# renkon_serial_out_flat

==> config.mk <==
export PLATFORM = sky130hd
export DESIGN_NAME = renkon_serial_out_flat
export DESIGN_NICKNAME = d
export VERILOG_FILES = /design/src/rtl/renkon_serial_out_pkg.sv /design/src/rtl/renkon_serial_out_if.sv /design/src/rtl/renkon_serial_out_buf.sv /design/src/rtl/renkon_serial_out.sv /design/src/flat_wrapper.sv
export SDC_FILE = /design/constraint.sdc
export NUM_CORES = 1
export LEC_CHECK = 0
export ABC_AREA = 1
export CORE_UTILIZATION = 45
export DETAILED_ROUTE_END_ITERATION = 7
export GPL_ROUTABILITY_DRIVEN = 0
export HOLD_SLACK_MARGIN = 0.05
export PLACE_DENSITY = 0.66
export SYNTH_ARGS = -nofsm -noshare
export SYNTH_HDL_FRONTEND = slang
export SYNTH_SLANG_ARGS = --single-unit
==> constraint.sdc <==
create_clock -name clk -period 2.79 [get_ports clk]
set_input_delay 0.558 -clock clk [delete_from_list [all_inputs] [get_ports clk]]
set_output_delay 0.558 -clock clk [all_outputs]
set_load 0.02 [all_outputs]
==> src/rtl/renkon_serial_out_pkg.sv <==
// Shared parameters and types for the renkon serial output stage.
package renkon_serial_out_pkg;

  localparam int RENKON_CORE    = 8;
  localparam int RENKON_CORELOG = 3;
  localparam int DWIDTH         = 16;
  localparam int IMGSIZE        = 12;
  localparam int LWIDTH         = 10;
  localparam int VWIDTH         = RENKON_CORE * DWIDTH;

  localparam logic [RENKON_CORELOG:0] CORE_N = (RENKON_CORELOG+1)'(RENKON_CORE);

  typedef enum logic [1:0] {S_IDLE, S_RUN, S_DRAIN, S_DONE} state_e;

  // A zero or out-of-range channel count means "all cores".
  function automatic logic [RENKON_CORELOG:0] norm_active(input logic [RENKON_CORELOG:0] n);
    if (n == '0 || n > CORE_N) return CORE_N;
    return n;
  endfunction

endpackage

==> src/rtl/renkon_serial_out_if.sv <==
// Pixel-vector stream in, image-memory write port out.
interface renkon_serial_out_if;
  import renkon_serial_out_pkg::*;

  logic               in_start;
  logic               in_valid;
  logic               in_stop;
  logic [VWIDTH-1:0]  in_data;
  logic               in_ready;
  logic               mem_we;
  logic [IMGSIZE-1:0] mem_addr;
  logic [DWIDTH-1:0]  mem_data;

  modport master (output in_start, in_valid, in_stop, in_data,
                  input  in_ready, mem_we, mem_addr, mem_data);
  modport slave  (input  in_start, in_valid, in_stop, in_data,
                  output in_ready, mem_we, mem_addr, mem_data);

endinterface

==> src/rtl/renkon_serial_out_buf.sv <==
// Two-entry ping-pong store for pixel vectors plus their stream-start tag.
module renkon_serial_out_buf
  import renkon_serial_out_pkg::*;
(
  input  logic              clk,
  input  logic              xrst,
  input  logic              push,
  input  logic [VWIDTH-1:0] push_data,
  input  logic              push_start,
  input  logic              pop,
  output logic [VWIDTH-1:0] head_data,
  output logic              head_start,
  output logic [1:0]        occupancy,
  output logic              full,
  output logic              empty
);

  logic [VWIDTH-1:0] data_q [2];
  logic [1:0]        start_q;
  logic              wr_ptr_q;
  logic              rd_ptr_q;
  logic [1:0]        occ_q;
  logic              push_ok;
  logic              pop_ok;

  assign push_ok = push && !full;
  assign pop_ok  = pop && !empty;

  // Entry storage, ping-pong pointers and occupancy count.
  always_ff @(posedge clk or negedge xrst) begin
    if (!xrst) begin
      data_q[0] <= '0;
      data_q[1] <= '0;
      start_q   <= '0;
      wr_ptr_q  <= 1'b0;
      rd_ptr_q  <= 1'b0;
      occ_q     <= 2'd0;
    end else begin
      if (push_ok) begin
        data_q[wr_ptr_q]  <= push_data;
        start_q[wr_ptr_q] <= push_start;
        wr_ptr_q          <= ~wr_ptr_q;
      end
      if (pop_ok) rd_ptr_q <= ~rd_ptr_q;
      case ({push_ok, pop_ok})
        2'b10:   occ_q <= occ_q + 2'd1;
        2'b01:   occ_q <= occ_q - 2'd1;
        default: occ_q <= occ_q;
      endcase
    end
  end

  assign head_data  = data_q[rd_ptr_q];
  assign head_start = start_q[rd_ptr_q];
  assign occupancy  = occ_q;
  assign full       = (occ_q == 2'd2);
  assign empty      = (occ_q == 2'd0);

endmodule

==> src/rtl/renkon_serial_out.sv <==
// Buffers per-pixel channel vectors and writes them one word per cycle
// into image memory at base + channel*area + pixel.
//
// state   | meaning
// S_IDLE  | waiting for req
// S_RUN   | accepting pixel vectors and serializing
// S_DRAIN | stop beat taken, emptying the buffer
// S_DONE  | one-cycle done pulse
module renkon_serial_out
  import renkon_serial_out_pkg::*;
(
  input  logic                    clk,
  input  logic                    xrst,
  input  logic                    req,
  input  logic [IMGSIZE-1:0]      output_addr,
  input  logic [IMGSIZE-1:0]      out_area,
  input  logic [LWIDTH-1:0]       chan_base,
  input  logic [RENKON_CORELOG:0] n_active,
  renkon_serial_out_if.slave      bus,
  output logic                    busy,
  output logic                    done
);

  localparam logic [RENKON_CORELOG:0] ONE_N = (RENKON_CORELOG+1)'(1);

  state_e                    state_q, state_d;
  logic [IMGSIZE-1:0]        area_q;
  logic [IMGSIZE-1:0]        row0_q;
  logic [IMGSIZE-1:0]        row_start_q;
  logic [RENKON_CORELOG:0]   n_act_q;
  logic                      start_pend_q;
  logic [RENKON_CORELOG-1:0] lane_idx_q;
  logic [IMGSIZE-1:0]        lane_off_q;
  logic                      we_q;
  logic [IMGSIZE-1:0]        addr_q;
  logic [DWIDTH-1:0]         wdata_q;

  logic                      start_req;
  logic                      accept;
  logic [IMGSIZE-1:0]        row0_d;
  logic [IMGSIZE-1:0]        row_cur;
  logic                      ser_active;
  logic                      last_lane;
  logic [VWIDTH-1:0]         head_data;
  logic                      head_start;
  logic [1:0]                buf_occ;
  logic                      buf_full;
  logic                      buf_empty;

  assign start_req    = (state_q == S_IDLE) && req;
  assign bus.in_ready = (state_q == S_RUN) && !buf_full;
  assign accept       = bus.in_valid && bus.in_ready;
  // The only multiply: row of channel chan_base at pixel 0, taken once per pass.
  assign row0_d       = output_addr + IMGSIZE'(chan_base) * out_area;

  renkon_serial_out_buf u_buf (
    .clk        (clk),
    .xrst       (xrst),
    .push       (accept),
    .push_data  (bus.in_data),
    .push_start (bus.in_start || start_pend_q),
    .pop        (last_lane),
    .head_data  (head_data),
    .head_start (head_start),
    .occupancy  (buf_occ),
    .full       (buf_full),
    .empty      (buf_empty)
  );

  // A start-tagged entry restarts the pixel count at its own row.
  assign row_cur    = head_start ? row0_q : row_start_q;
  assign ser_active = !buf_empty;
  assign last_lane  = ser_active && ({1'b0, lane_idx_q} == (n_act_q - ONE_N));

  // State register.
  always_ff @(posedge clk or negedge xrst) begin
    if (!xrst) state_q <= S_IDLE;
    else       state_q <= state_d;
  end

  // Next-state logic.
  always_comb begin
    state_d = state_q;
    case (state_q)
      S_IDLE:  if (req) state_d = S_RUN;
      S_RUN:   if (accept && bus.in_stop) state_d = S_DRAIN;
      S_DRAIN: if (buf_occ == 2'd0) state_d = S_DONE;
      S_DONE:  state_d = S_IDLE;
      default: state_d = S_IDLE;
    endcase
  end

  // Pass configuration, captured on an accepted req.
  always_ff @(posedge clk or negedge xrst) begin
    if (!xrst) begin
      area_q  <= '0;
      row0_q  <= '0;
      n_act_q <= '0;
    end else if (start_req) begin
      area_q  <= out_area;
      row0_q  <= row0_d;
      n_act_q <= norm_active(n_active);
    end
  end

  // Remembers an in_start that arrived without a beat, tagging the next beat.
  always_ff @(posedge clk or negedge xrst) begin
    if (!xrst)                  start_pend_q <= 1'b0;
    else if (start_req)         start_pend_q <= 1'b0;
    else if (state_q == S_RUN) begin
      if (accept)               start_pend_q <= 1'b0;
      else if (bus.in_start)    start_pend_q <= 1'b1;
    end
  end

  // Serializer: one lane per cycle, address advanced by area per lane and by
  // one word per pixel (row_start holds base + pixel).
  always_ff @(posedge clk or negedge xrst) begin
    if (!xrst) begin
      we_q        <= 1'b0;
      addr_q      <= '0;
      wdata_q     <= '0;
      lane_idx_q  <= '0;
      lane_off_q  <= '0;
      row_start_q <= '0;
    end else begin
      we_q <= ser_active;
      if (start_req) begin
        row_start_q <= row0_d;
        lane_idx_q  <= '0;
        lane_off_q  <= '0;
      end else if (ser_active) begin
        addr_q  <= row_cur + lane_off_q;
        wdata_q <= head_data[lane_idx_q*DWIDTH +: DWIDTH];
        if (last_lane) begin
          lane_idx_q  <= '0;
          lane_off_q  <= '0;
          row_start_q <= row_cur + IMGSIZE'(1);
        end else begin
          lane_idx_q <= lane_idx_q + RENKON_CORELOG'(1);
          lane_off_q <= lane_off_q + area_q;
        end
      end
    end
  end

  assign bus.mem_we   = we_q;
  assign bus.mem_addr = addr_q;
  assign bus.mem_data = wdata_q;
  assign busy         = (state_q != S_IDLE);
  assign done         = (state_q == S_DONE);

endmodule

==> src/flat_wrapper.sv <==
// flat-port wrapper written by rule: the top's interface ports become plain ports
module renkon_serial_out_flat import renkon_serial_out_pkg::*;
  (clk, xrst, req, output_addr, out_area, chan_base, n_active, busy, done, bus_in_start, bus_in_valid, bus_in_stop, bus_in_data, bus_in_ready, bus_mem_we, bus_mem_addr, bus_mem_data);
  renkon_serial_out_if bus_i ();
  input  logic clk;
  input  logic xrst;
  input  logic req;
  input  logic [IMGSIZE-1:0] output_addr;
  input  logic [IMGSIZE-1:0] out_area;
  input  logic [LWIDTH-1:0] chan_base;
  input  logic [RENKON_CORELOG:0] n_active;
  output logic busy;
  output logic done;
  input wire logic [$bits(bus_i.in_start)-1:0] bus_in_start;
  input wire logic [$bits(bus_i.in_valid)-1:0] bus_in_valid;
  input wire logic [$bits(bus_i.in_stop)-1:0] bus_in_stop;
  input wire logic [$bits(bus_i.in_data)-1:0] bus_in_data;
  output wire logic [$bits(bus_i.in_ready)-1:0] bus_in_ready;
  output wire logic [$bits(bus_i.mem_we)-1:0] bus_mem_we;
  output wire logic [$bits(bus_i.mem_addr)-1:0] bus_mem_addr;
  output wire logic [$bits(bus_i.mem_data)-1:0] bus_mem_data;
  assign bus_i.in_start = bus_in_start;
  assign bus_i.in_valid = bus_in_valid;
  assign bus_i.in_stop = bus_in_stop;
  assign bus_i.in_data = bus_in_data;
  assign bus_in_ready = bus_i.in_ready;
  assign bus_mem_we = bus_i.mem_we;
  assign bus_mem_addr = bus_i.mem_addr;
  assign bus_mem_data = bus_i.mem_data;
  renkon_serial_out u_core (.clk(clk), .xrst(xrst), .req(req), .output_addr(output_addr), .out_area(out_area), .chan_base(chan_base), .n_active(n_active), .bus(bus_i), .busy(busy), .done(done));
endmodule
# probe_capture_flat

### src/rtl/probe_capture_if.sv
// Signal bundle between a probe source / readout agent and probe_capture.
//
// Readout handshake: rd_en is a one-cycle request sampled on the rising edge
// while done=1. Each accepted request yields exactly one rd_valid pulse, with
// rd_data, on the following cycle. There is no backpressure. Requests made
// outside DONE, or together with abort or arm, are dropped without a response.
interface probe_capture_if #(
    parameter int WIDTH = 8
) ();
    logic [WIDTH-1:0] probe;
    logic             arm;
    logic             abort;
    logic [WIDTH-1:0] trig_mask;
    logic [WIDTH-1:0] trig_value;
    logic             rd_en;
    logic [WIDTH-1:0] rd_data;
    logic             rd_valid;
    logic             busy;
    logic             done;
    logic             triggered;

    // Stimulus / readout side
    modport master (
        output probe, arm, abort, trig_mask, trig_value, rd_en,
        input  rd_data, rd_valid, busy, done, triggered
    );

    // Capture engine side
    modport slave (
        input  probe, arm, abort, trig_mask, trig_value, rd_en,
        output rd_data, rd_valid, busy, done, triggered
    );
endinterface

### src/rtl/probe_capture.sv
// Logic-analyzer endpoint: records a trigger-centred window of DEPTH samples
// (PRE_TRIGGER before the trigger, the trigger sample, the rest after) into a
// circular buffer, then plays the window back oldest-first on request.
// dbg_state exposes the FSM: 0 IDLE, 1 FILL, 2 WAIT, 3 POST, 4 DONE.
module probe_capture #(
    parameter int WIDTH       = 8,
    parameter int DEPTH       = 16,
    parameter int PRE_TRIGGER = 4
) (
    input  logic                clk,
    input  logic                reset,
    probe_capture_if.slave      bus,
    output logic [2:0]          dbg_state
);
    localparam int PW = $clog2(DEPTH);
    localparam int CW = $clog2(DEPTH + 1);

    typedef enum logic [2:0] {
        S_IDLE = 3'd0,
        S_FILL = 3'd1,
        S_WAIT = 3'd2,
        S_POST = 3'd3,
        S_DONE = 3'd4
    } state_t;

    // With no pre-trigger history there is nothing to fill, so arm goes
    // straight to trigger search.
    localparam state_t          ARM_TARGET = (PRE_TRIGGER == 0) ? S_WAIT : S_FILL;
    localparam logic [PW-1:0]   PRE_OFF    = PW'(PRE_TRIGGER);
    localparam logic [CW-1:0]   FILL_LAST  = CW'((PRE_TRIGGER > 0) ? PRE_TRIGGER - 1 : 0);
    localparam logic [CW-1:0]   POST_LEN   = CW'(DEPTH - PRE_TRIGGER - 1);
    localparam logic [CW-1:0]   RD_LAST    = CW'(DEPTH - 1);
    localparam logic [CW-1:0]   CNT_ONE    = CW'(1);

    state_t           state;
    state_t           next_state;
    logic [PW-1:0]    wptr;
    logic [PW-1:0]    rptr;
    logic [PW-1:0]    start_ptr;
    logic [CW-1:0]    fill_cnt;
    logic [CW-1:0]    post_cnt;
    logic [CW-1:0]    rd_count;
    logic [WIDTH-1:0] rd_data_q;
    logic             rd_valid_q;
    logic             triggered_q;
    logic [WIDTH-1:0] mem [DEPTH];

    logic trig_hit;
    logic sampling;
    logic arming;
    logic rd_accept;

    // Qualifiers shared by the state register, datapath and buffer write.
    always_comb begin
        trig_hit  = ((bus.probe ^ bus.trig_value) & bus.trig_mask) == '0;
        sampling  = !bus.abort &&
                    (state == S_FILL || state == S_WAIT || state == S_POST);
        arming    = !bus.abort && bus.arm && (state == S_IDLE || state == S_DONE);
        rd_accept = !bus.abort && !bus.arm && bus.rd_en && (state == S_DONE);
    end

    // Next-state logic; abort dominates everything, arm dominates readout.
    always_comb begin
        next_state = state;
        if (bus.abort) begin
            next_state = S_IDLE;
        end else if (arming) begin
            next_state = ARM_TARGET;
        end else begin
            case (state)
                S_IDLE: next_state = S_IDLE;
                S_FILL: if (fill_cnt == FILL_LAST) next_state = S_WAIT;
                S_WAIT: if (trig_hit) next_state = (POST_LEN == '0) ? S_DONE : S_POST;
                S_POST: if (post_cnt == CNT_ONE) next_state = S_DONE;
                S_DONE: if (rd_accept && rd_count == RD_LAST) next_state = S_IDLE;
                default: next_state = S_IDLE;
            endcase
        end
    end

    // State register.
    always_ff @(posedge clk or negedge reset) begin
        if (!reset) state <= S_IDLE;
        else        state <= next_state;
    end

    // Sample buffer; contents are intentionally not reset.
    always_ff @(posedge clk) begin
        if (sampling) mem[wptr] <= bus.probe;
    end

    // Pointers, counters, trigger flag and registered readout.
    always_ff @(posedge clk or negedge reset) begin
        if (!reset) begin
            wptr        <= '0;
            rptr        <= '0;
            start_ptr   <= '0;
            fill_cnt    <= '0;
            post_cnt    <= '0;
            rd_count    <= '0;
            rd_data_q   <= '0;
            rd_valid_q  <= 1'b0;
            triggered_q <= 1'b0;
        end else begin
            rd_valid_q <= 1'b0;
            if (bus.abort) begin
                triggered_q <= 1'b0;
            end else if (arming) begin
                wptr        <= '0;
                fill_cnt    <= '0;
                triggered_q <= 1'b0;
            end else begin
                case (state)
                    S_IDLE: begin
                        wptr     <= '0;
                        fill_cnt <= '0;
                    end
                    S_FILL: begin
                        wptr     <= wptr + 1'b1;
                        fill_cnt <= fill_cnt + 1'b1;
                    end
                    S_WAIT: begin
                        wptr <= wptr + 1'b1;
                        if (trig_hit) begin
                            // Window starts PRE_TRIGGER samples before this one.
                            start_ptr   <= wptr - PRE_OFF;
                            rptr        <= wptr - PRE_OFF;
                            rd_count    <= '0;
                            post_cnt    <= POST_LEN;
                            triggered_q <= 1'b1;
                        end
                    end
                    S_POST: begin
                        wptr     <= wptr + 1'b1;
                        post_cnt <= post_cnt - 1'b1;
                        if (post_cnt == CNT_ONE) begin
                            rptr     <= start_ptr;
                            rd_count <= '0;
                        end
                    end
                    S_DONE: begin
                        if (rd_accept) begin
                            rd_data_q  <= mem[rptr];
                            rd_valid_q <= 1'b1;
                            rptr       <= rptr + 1'b1;
                            rd_count   <= rd_count + 1'b1;
                        end
                    end
                    default: ;
                endcase
            end
        end
    end

    // Status and readout outputs.
    always_comb begin
        bus.rd_data   = rd_data_q;
        bus.rd_valid  = rd_valid_q;
        bus.busy      = (state == S_FILL) || (state == S_WAIT) || (state == S_POST);
        bus.done      = (state == S_DONE);
        bus.triggered = triggered_q;
        dbg_state     = state;
    end
endmodule

### src/flat_wrapper.sv
// flat-port wrapper written by rule: the top's interface ports become plain ports
module probe_capture_flat 
#(
    parameter int WIDTH       = 8,
    parameter int DEPTH       = 16,
    parameter int PRE_TRIGGER = 4
)
  (clk, reset, dbg_state, bus_probe, bus_arm, bus_abort, bus_trig_mask, bus_trig_value, bus_rd_en, bus_rd_data, bus_rd_valid, bus_busy, bus_done, bus_triggered);
  probe_capture_if #(.WIDTH(WIDTH)) bus_i ();
  input  logic clk;
  input  logic reset;
  output logic [2:0] dbg_state;
  input wire logic [$bits(bus_i.probe)-1:0] bus_probe;
  input wire logic [$bits(bus_i.arm)-1:0] bus_arm;
  input wire logic [$bits(bus_i.abort)-1:0] bus_abort;
  input wire logic [$bits(bus_i.trig_mask)-1:0] bus_trig_mask;
  input wire logic [$bits(bus_i.trig_value)-1:0] bus_trig_value;
  input wire logic [$bits(bus_i.rd_en)-1:0] bus_rd_en;
  output wire logic [$bits(bus_i.rd_data)-1:0] bus_rd_data;
  output wire logic [$bits(bus_i.rd_valid)-1:0] bus_rd_valid;
  output wire logic [$bits(bus_i.busy)-1:0] bus_busy;
  output wire logic [$bits(bus_i.done)-1:0] bus_done;
  output wire logic [$bits(bus_i.triggered)-1:0] bus_triggered;
  assign bus_i.probe = bus_probe;
  assign bus_i.arm = bus_arm;
  assign bus_i.abort = bus_abort;
  assign bus_i.trig_mask = bus_trig_mask;
  assign bus_i.trig_value = bus_trig_value;
  assign bus_i.rd_en = bus_rd_en;
  assign bus_rd_data = bus_i.rd_data;
  assign bus_rd_valid = bus_i.rd_valid;
  assign bus_busy = bus_i.busy;
  assign bus_done = bus_i.done;
  assign bus_triggered = bus_i.triggered;
  probe_capture #(.WIDTH(WIDTH), .DEPTH(DEPTH), .PRE_TRIGGER(PRE_TRIGGER)) u_core (.clk(clk), .reset(reset), .bus(bus_i), .dbg_state(dbg_state));
endmodule
### config.mk
export PLATFORM = sky130hd
export DESIGN_NAME = probe_capture_flat
export DESIGN_NICKNAME = d
export VERILOG_FILES = /design/src/rtl/probe_capture_if.sv /design/src/rtl/probe_capture.sv /design/src/flat_wrapper.sv
export SDC_FILE = /design/constraint.sdc
export NUM_CORES = 1
export LEC_CHECK = 0
export CAP_MARGIN = 20
export CORE_MARGIN = 2
export CORE_UTILIZATION = 55
export CTS_BUF_LIST = sky130_fd_sc_hd__clkbuf_8
export CTS_CLUSTER_DIAMETER = 150
export CTS_CLUSTER_SIZE = 40
export DETAILED_ROUTE_END_ITERATION = 10
export GPL_TIMING_DRIVEN = 0
export PLACE_DENSITY = 0.89
export SLEW_MARGIN = 10
export SYNTH_ARGS = -nofsm -noshare
export SYNTH_HDL_FRONTEND = slang
export SYNTH_SLANG_ARGS = --single-unit
### constraint.sdc
create_clock -name clk -period 1.95 [get_ports clk]
set_input_delay 0.39 -clock clk [delete_from_list [all_inputs] [get_ports clk]]
set_output_delay 0.39 -clock clk [all_outputs]
set_load 0.02 [all_outputs]
==> renkon_serial_out_flat/route_heat.png <==
Scale bar: 50 um. 21 x 21 tiles, from black (low) to pale yellow (high), scaled to the fullest tile. Values are wire area over tile area, all layers added.
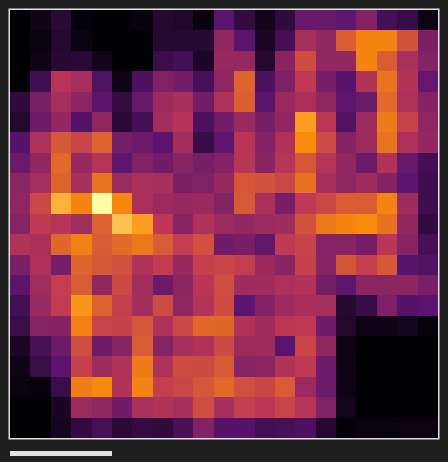
nearly empty tiles: 7.9%
densest ninth of the die: middle left
fullest tile: 0.56
tiles over half the peak: 25%
emptiest ninth of the die: lower right
via count: 16200
Post-Route WL: 54900 um
GRT Total Usage: 0.249

==> qor.yml, renkon_serial_out_flat <==
rows: 75
ir_drop_mv: 0.701
violations: "setup timing"
fin_cells: 3028
maxSlewViolCount: 0
synth_top_cell_by_area: "dfrtp_1"
routed.top_layer: "met5"
finalClockPeriodUsage: 1.53
antenna_found_initial: 4
via_per_inst: 5.36
ys_seq_share: 0.451
min_path_cells: 3
yosysWarnings: 0
nWellTaps: 539
remaining_drc_errors: 0
fin_hold_ws_ns: 0.265
cts-root-buf: "clkbuf_16"
clock_area_frac: 0.0530
diodes: 1
fillCellCount: 3638
die_h_um: 209
firstDrtPassIters: 6
place_inst: 2923
outcome: "finished, violations left"
powerDensity_nw_per_um2: 1250
setup_viol: 18
drt_iter0_drc: 1191
buffers: 321
cp.depth: 20
hold_start: "out_area[6]"
start_kind: "input port"
slew_headroom: 0.488
fin_tns_setup_ns: -19.28
sh_comb_area: 0.396
fp-utilization: 0.459
seq_area_um2: 8740
n_all_inverters: 246
core_um2: 42100
r2r_start: "u_core.u_buf.rd_ptr_q$_DFFE_PN0P_"
die-area_um2: 43800
synth_area_um2: 19300
cp.arrival_ns: 4.75
overflow: 0
syn_area_per_cell_um2: 8.73
lay_top_cells: "519 x nand2_1, 348 x dfrtp_1, 230 x o21ai_0"
synth_cell_types: 48
clkTransAtPathRegs_ns: 0.06
crit_path_end_kind: "register"
hold_class: "in -> reg"
finalWorstSetupSlack_ns: -1.48
first_global_vias: 15900
async_flop_share: 1.00
cts_max_level: 2
log.warning_count: 36
finalClockSkew_ns: 0.0283
aoi_share: 0.138
design_area_um2: 24600
crit_path_start: "out_area[5]"
met2WireLength_um: 26200
synthAdderAreaFrac: 0.0912
detail_route.wl_per_cell_um: 18.1
cts_num_sinks: 349
top_cell: "nand2_1"
setup.worst_path.end: "u_core.row_start_q[10]$_DFFE_PN0P_"
nets: 2743
hpwl_um: 37300
hold_end: "u_core.area_q[6]$_DFFE_PN0P_"
ctsResizeCount: 174
worstPathCellList: "buf_12 -> buf_4 -> buf_6 -> nand2_2 -> fa_1 -> inv_2 -> fa_2 -> fa_1 -> fa_1 -> inv_2 -> fa_1 -> inv_2 -> ha_4 -> inv_1 -> o21ai_0 -> nand3_2 -> o2111ai_4 -> buf_6 -> o21ai_2 -> a31oi_1"
renkon_serial_out_flat: layer usage:
layer,track usage,vias to the layer above
met5,0,-
met4,0.0712,6
met3,0.0410,97
met2,0.410,501
met1,0.339,7927
li1,-,7714
renkon_serial_out_flat: report_power, final:
| group | internal [uW] | leakage, uW | total, uW | switching [uW] |
|---|---|---|---|---|
| Clock | 3070 | 0.000640 | 5240 | 2170 |
| Sequential | 7580 | 0.00426 | 8900 | 1320 |
| Combinational | 6960 | 0.00661 | 16600 | 9670 |
| Total | 17600 | 0.0115 | 30800 | 13200 |
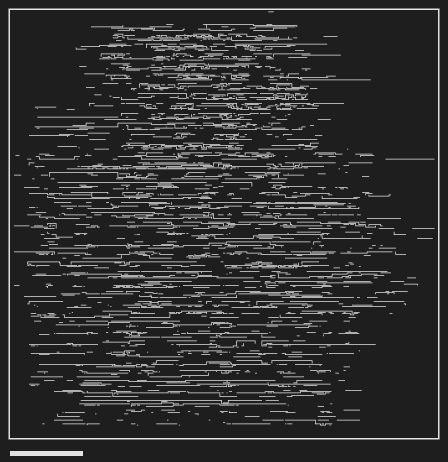
(probe_capture_flat/m1.png)
Scale bar: 20 um.
main direction: horizontal
nets with wire on the layer: 501
wire length on this layer: 6100 um
longest straight run: 38.6 um
share of all routed wire: 37%

==> qor.yml, probe_capture_flat <==
clkTransAtPathRegs_ns: 0.09
lay_top_cells: "128 x edfxtp_1, 39 x dfrtp_1, 32 x mux4_2"
design_area_um2: 8540
sequentialPowerShare: 0.422
log.warning_count: 36
max_cap_violations: 0
cts_max_level: 4
largest_register_ff_count: 128
overflow: 0
outcome: "finished, violations left"
power_leader: "registers"
r2r_start: "u_core.post_cnt[1]$_DFFE_PN0P_"
yosysWarnings: 0
comb_area_um2: 2290
drt_iter0_drc: 505
flop_cell: "edfxtp_1"
violations: "setup timing"
switchingPower_uw: 3590
cp.arrival_ns: 2.60
fillCellCount: 801
clk_latency_ns: 0.46
fin_cells: 693
dpl_worst_slack_ns: -1.22
diodes: 0
hold_class: "in -> async"
die_h_um: 118
buffers: 80
gp_congestion: 0.797
worstReg2RegEnd: "u_core.rptr[3]$_DFFE_PN0P_"
fp-utilization: 0.563
p_clk_uw: 2510
fmax_mhz: 449
worst-setup-path-type: "reg -> reg"
synth_area_um2: 7110
worstPathCellList: "inv_2 -> ha_4 -> or4b_4 -> a211o_1 -> nand2_2 -> a21boi_4 -> buf_6 -> buf_12 -> mux2i_1"
core_um2: 12600
start_kind: "register"
dieWidth_um: 118
maxSlewViolCount: 0
syn_inst: 427
ys_seq_share: 0.682
final_core_util: 0.677
yosys-stat-area_um2: 7110
fin_hold_ws_ns: 0.342
place_inst: 642
rsz0062_at_grt: "yes"
rows: 41
crit_path_max_fanout: 3
ys_sh_xor: 0.0160
final_antenna_net_count: 0
crit_slowest_cell: "or4b_4"
powerDensity_nw_per_um2: 1270
yosysCellCount: 427
power_uw: 10800
clk_path_buf_depth: 2
largest_class: "registers"
layout.nonclk_buf_frac: 0.0841
crit_path_end_kind: "register"
p_leak_uw: 0.00319
final_common_cell: "edfxtp_1"
aoi_share: 0.0592
nets: 551
n_all_inverters: 17
setup_viol: 10
grt_use_total: 0.232
finalWorstSetupSlack_ns: -0.276
finalClockPeriodUsage: 1.14
==> probe_capture_flat: per-layer routing <==
layer | global-route usage | share of wire
met1 | 0.290 | 0.37
met3 | 0.0402 | 0.077
met4 | 0.100 | 0.017
met2 | 0.401 | 0.54
met5 | 0 | 0
==> probe_capture_flat: timing repair <==
item                       CTS  global route
setup endpoints to repair  158           154
hold endpoints to repair     9             0
resized                     62            54
pin swaps                    5             3
hold buffers                 1             0
setup buffers               11             9


==> layout pictures side by side <==
M2 wires.
shot_01.png
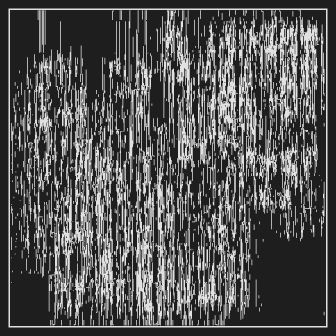
shot_02.png
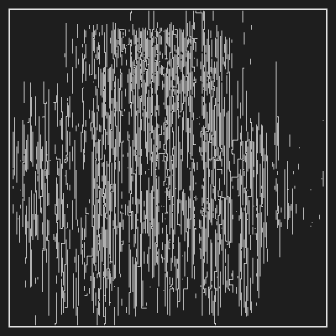
shot_02.png is probe_capture_flat.
shot_01.png is renkon_serial_out_flat.

Key to shot_01.png:
wire length on this layer: 26.2 mm
longest straight run: 66.3 um
share of all routed wire: 48%
nets with wire on the layer: 2273

No activity file was given, so power comes from the tool's default toggle rates.
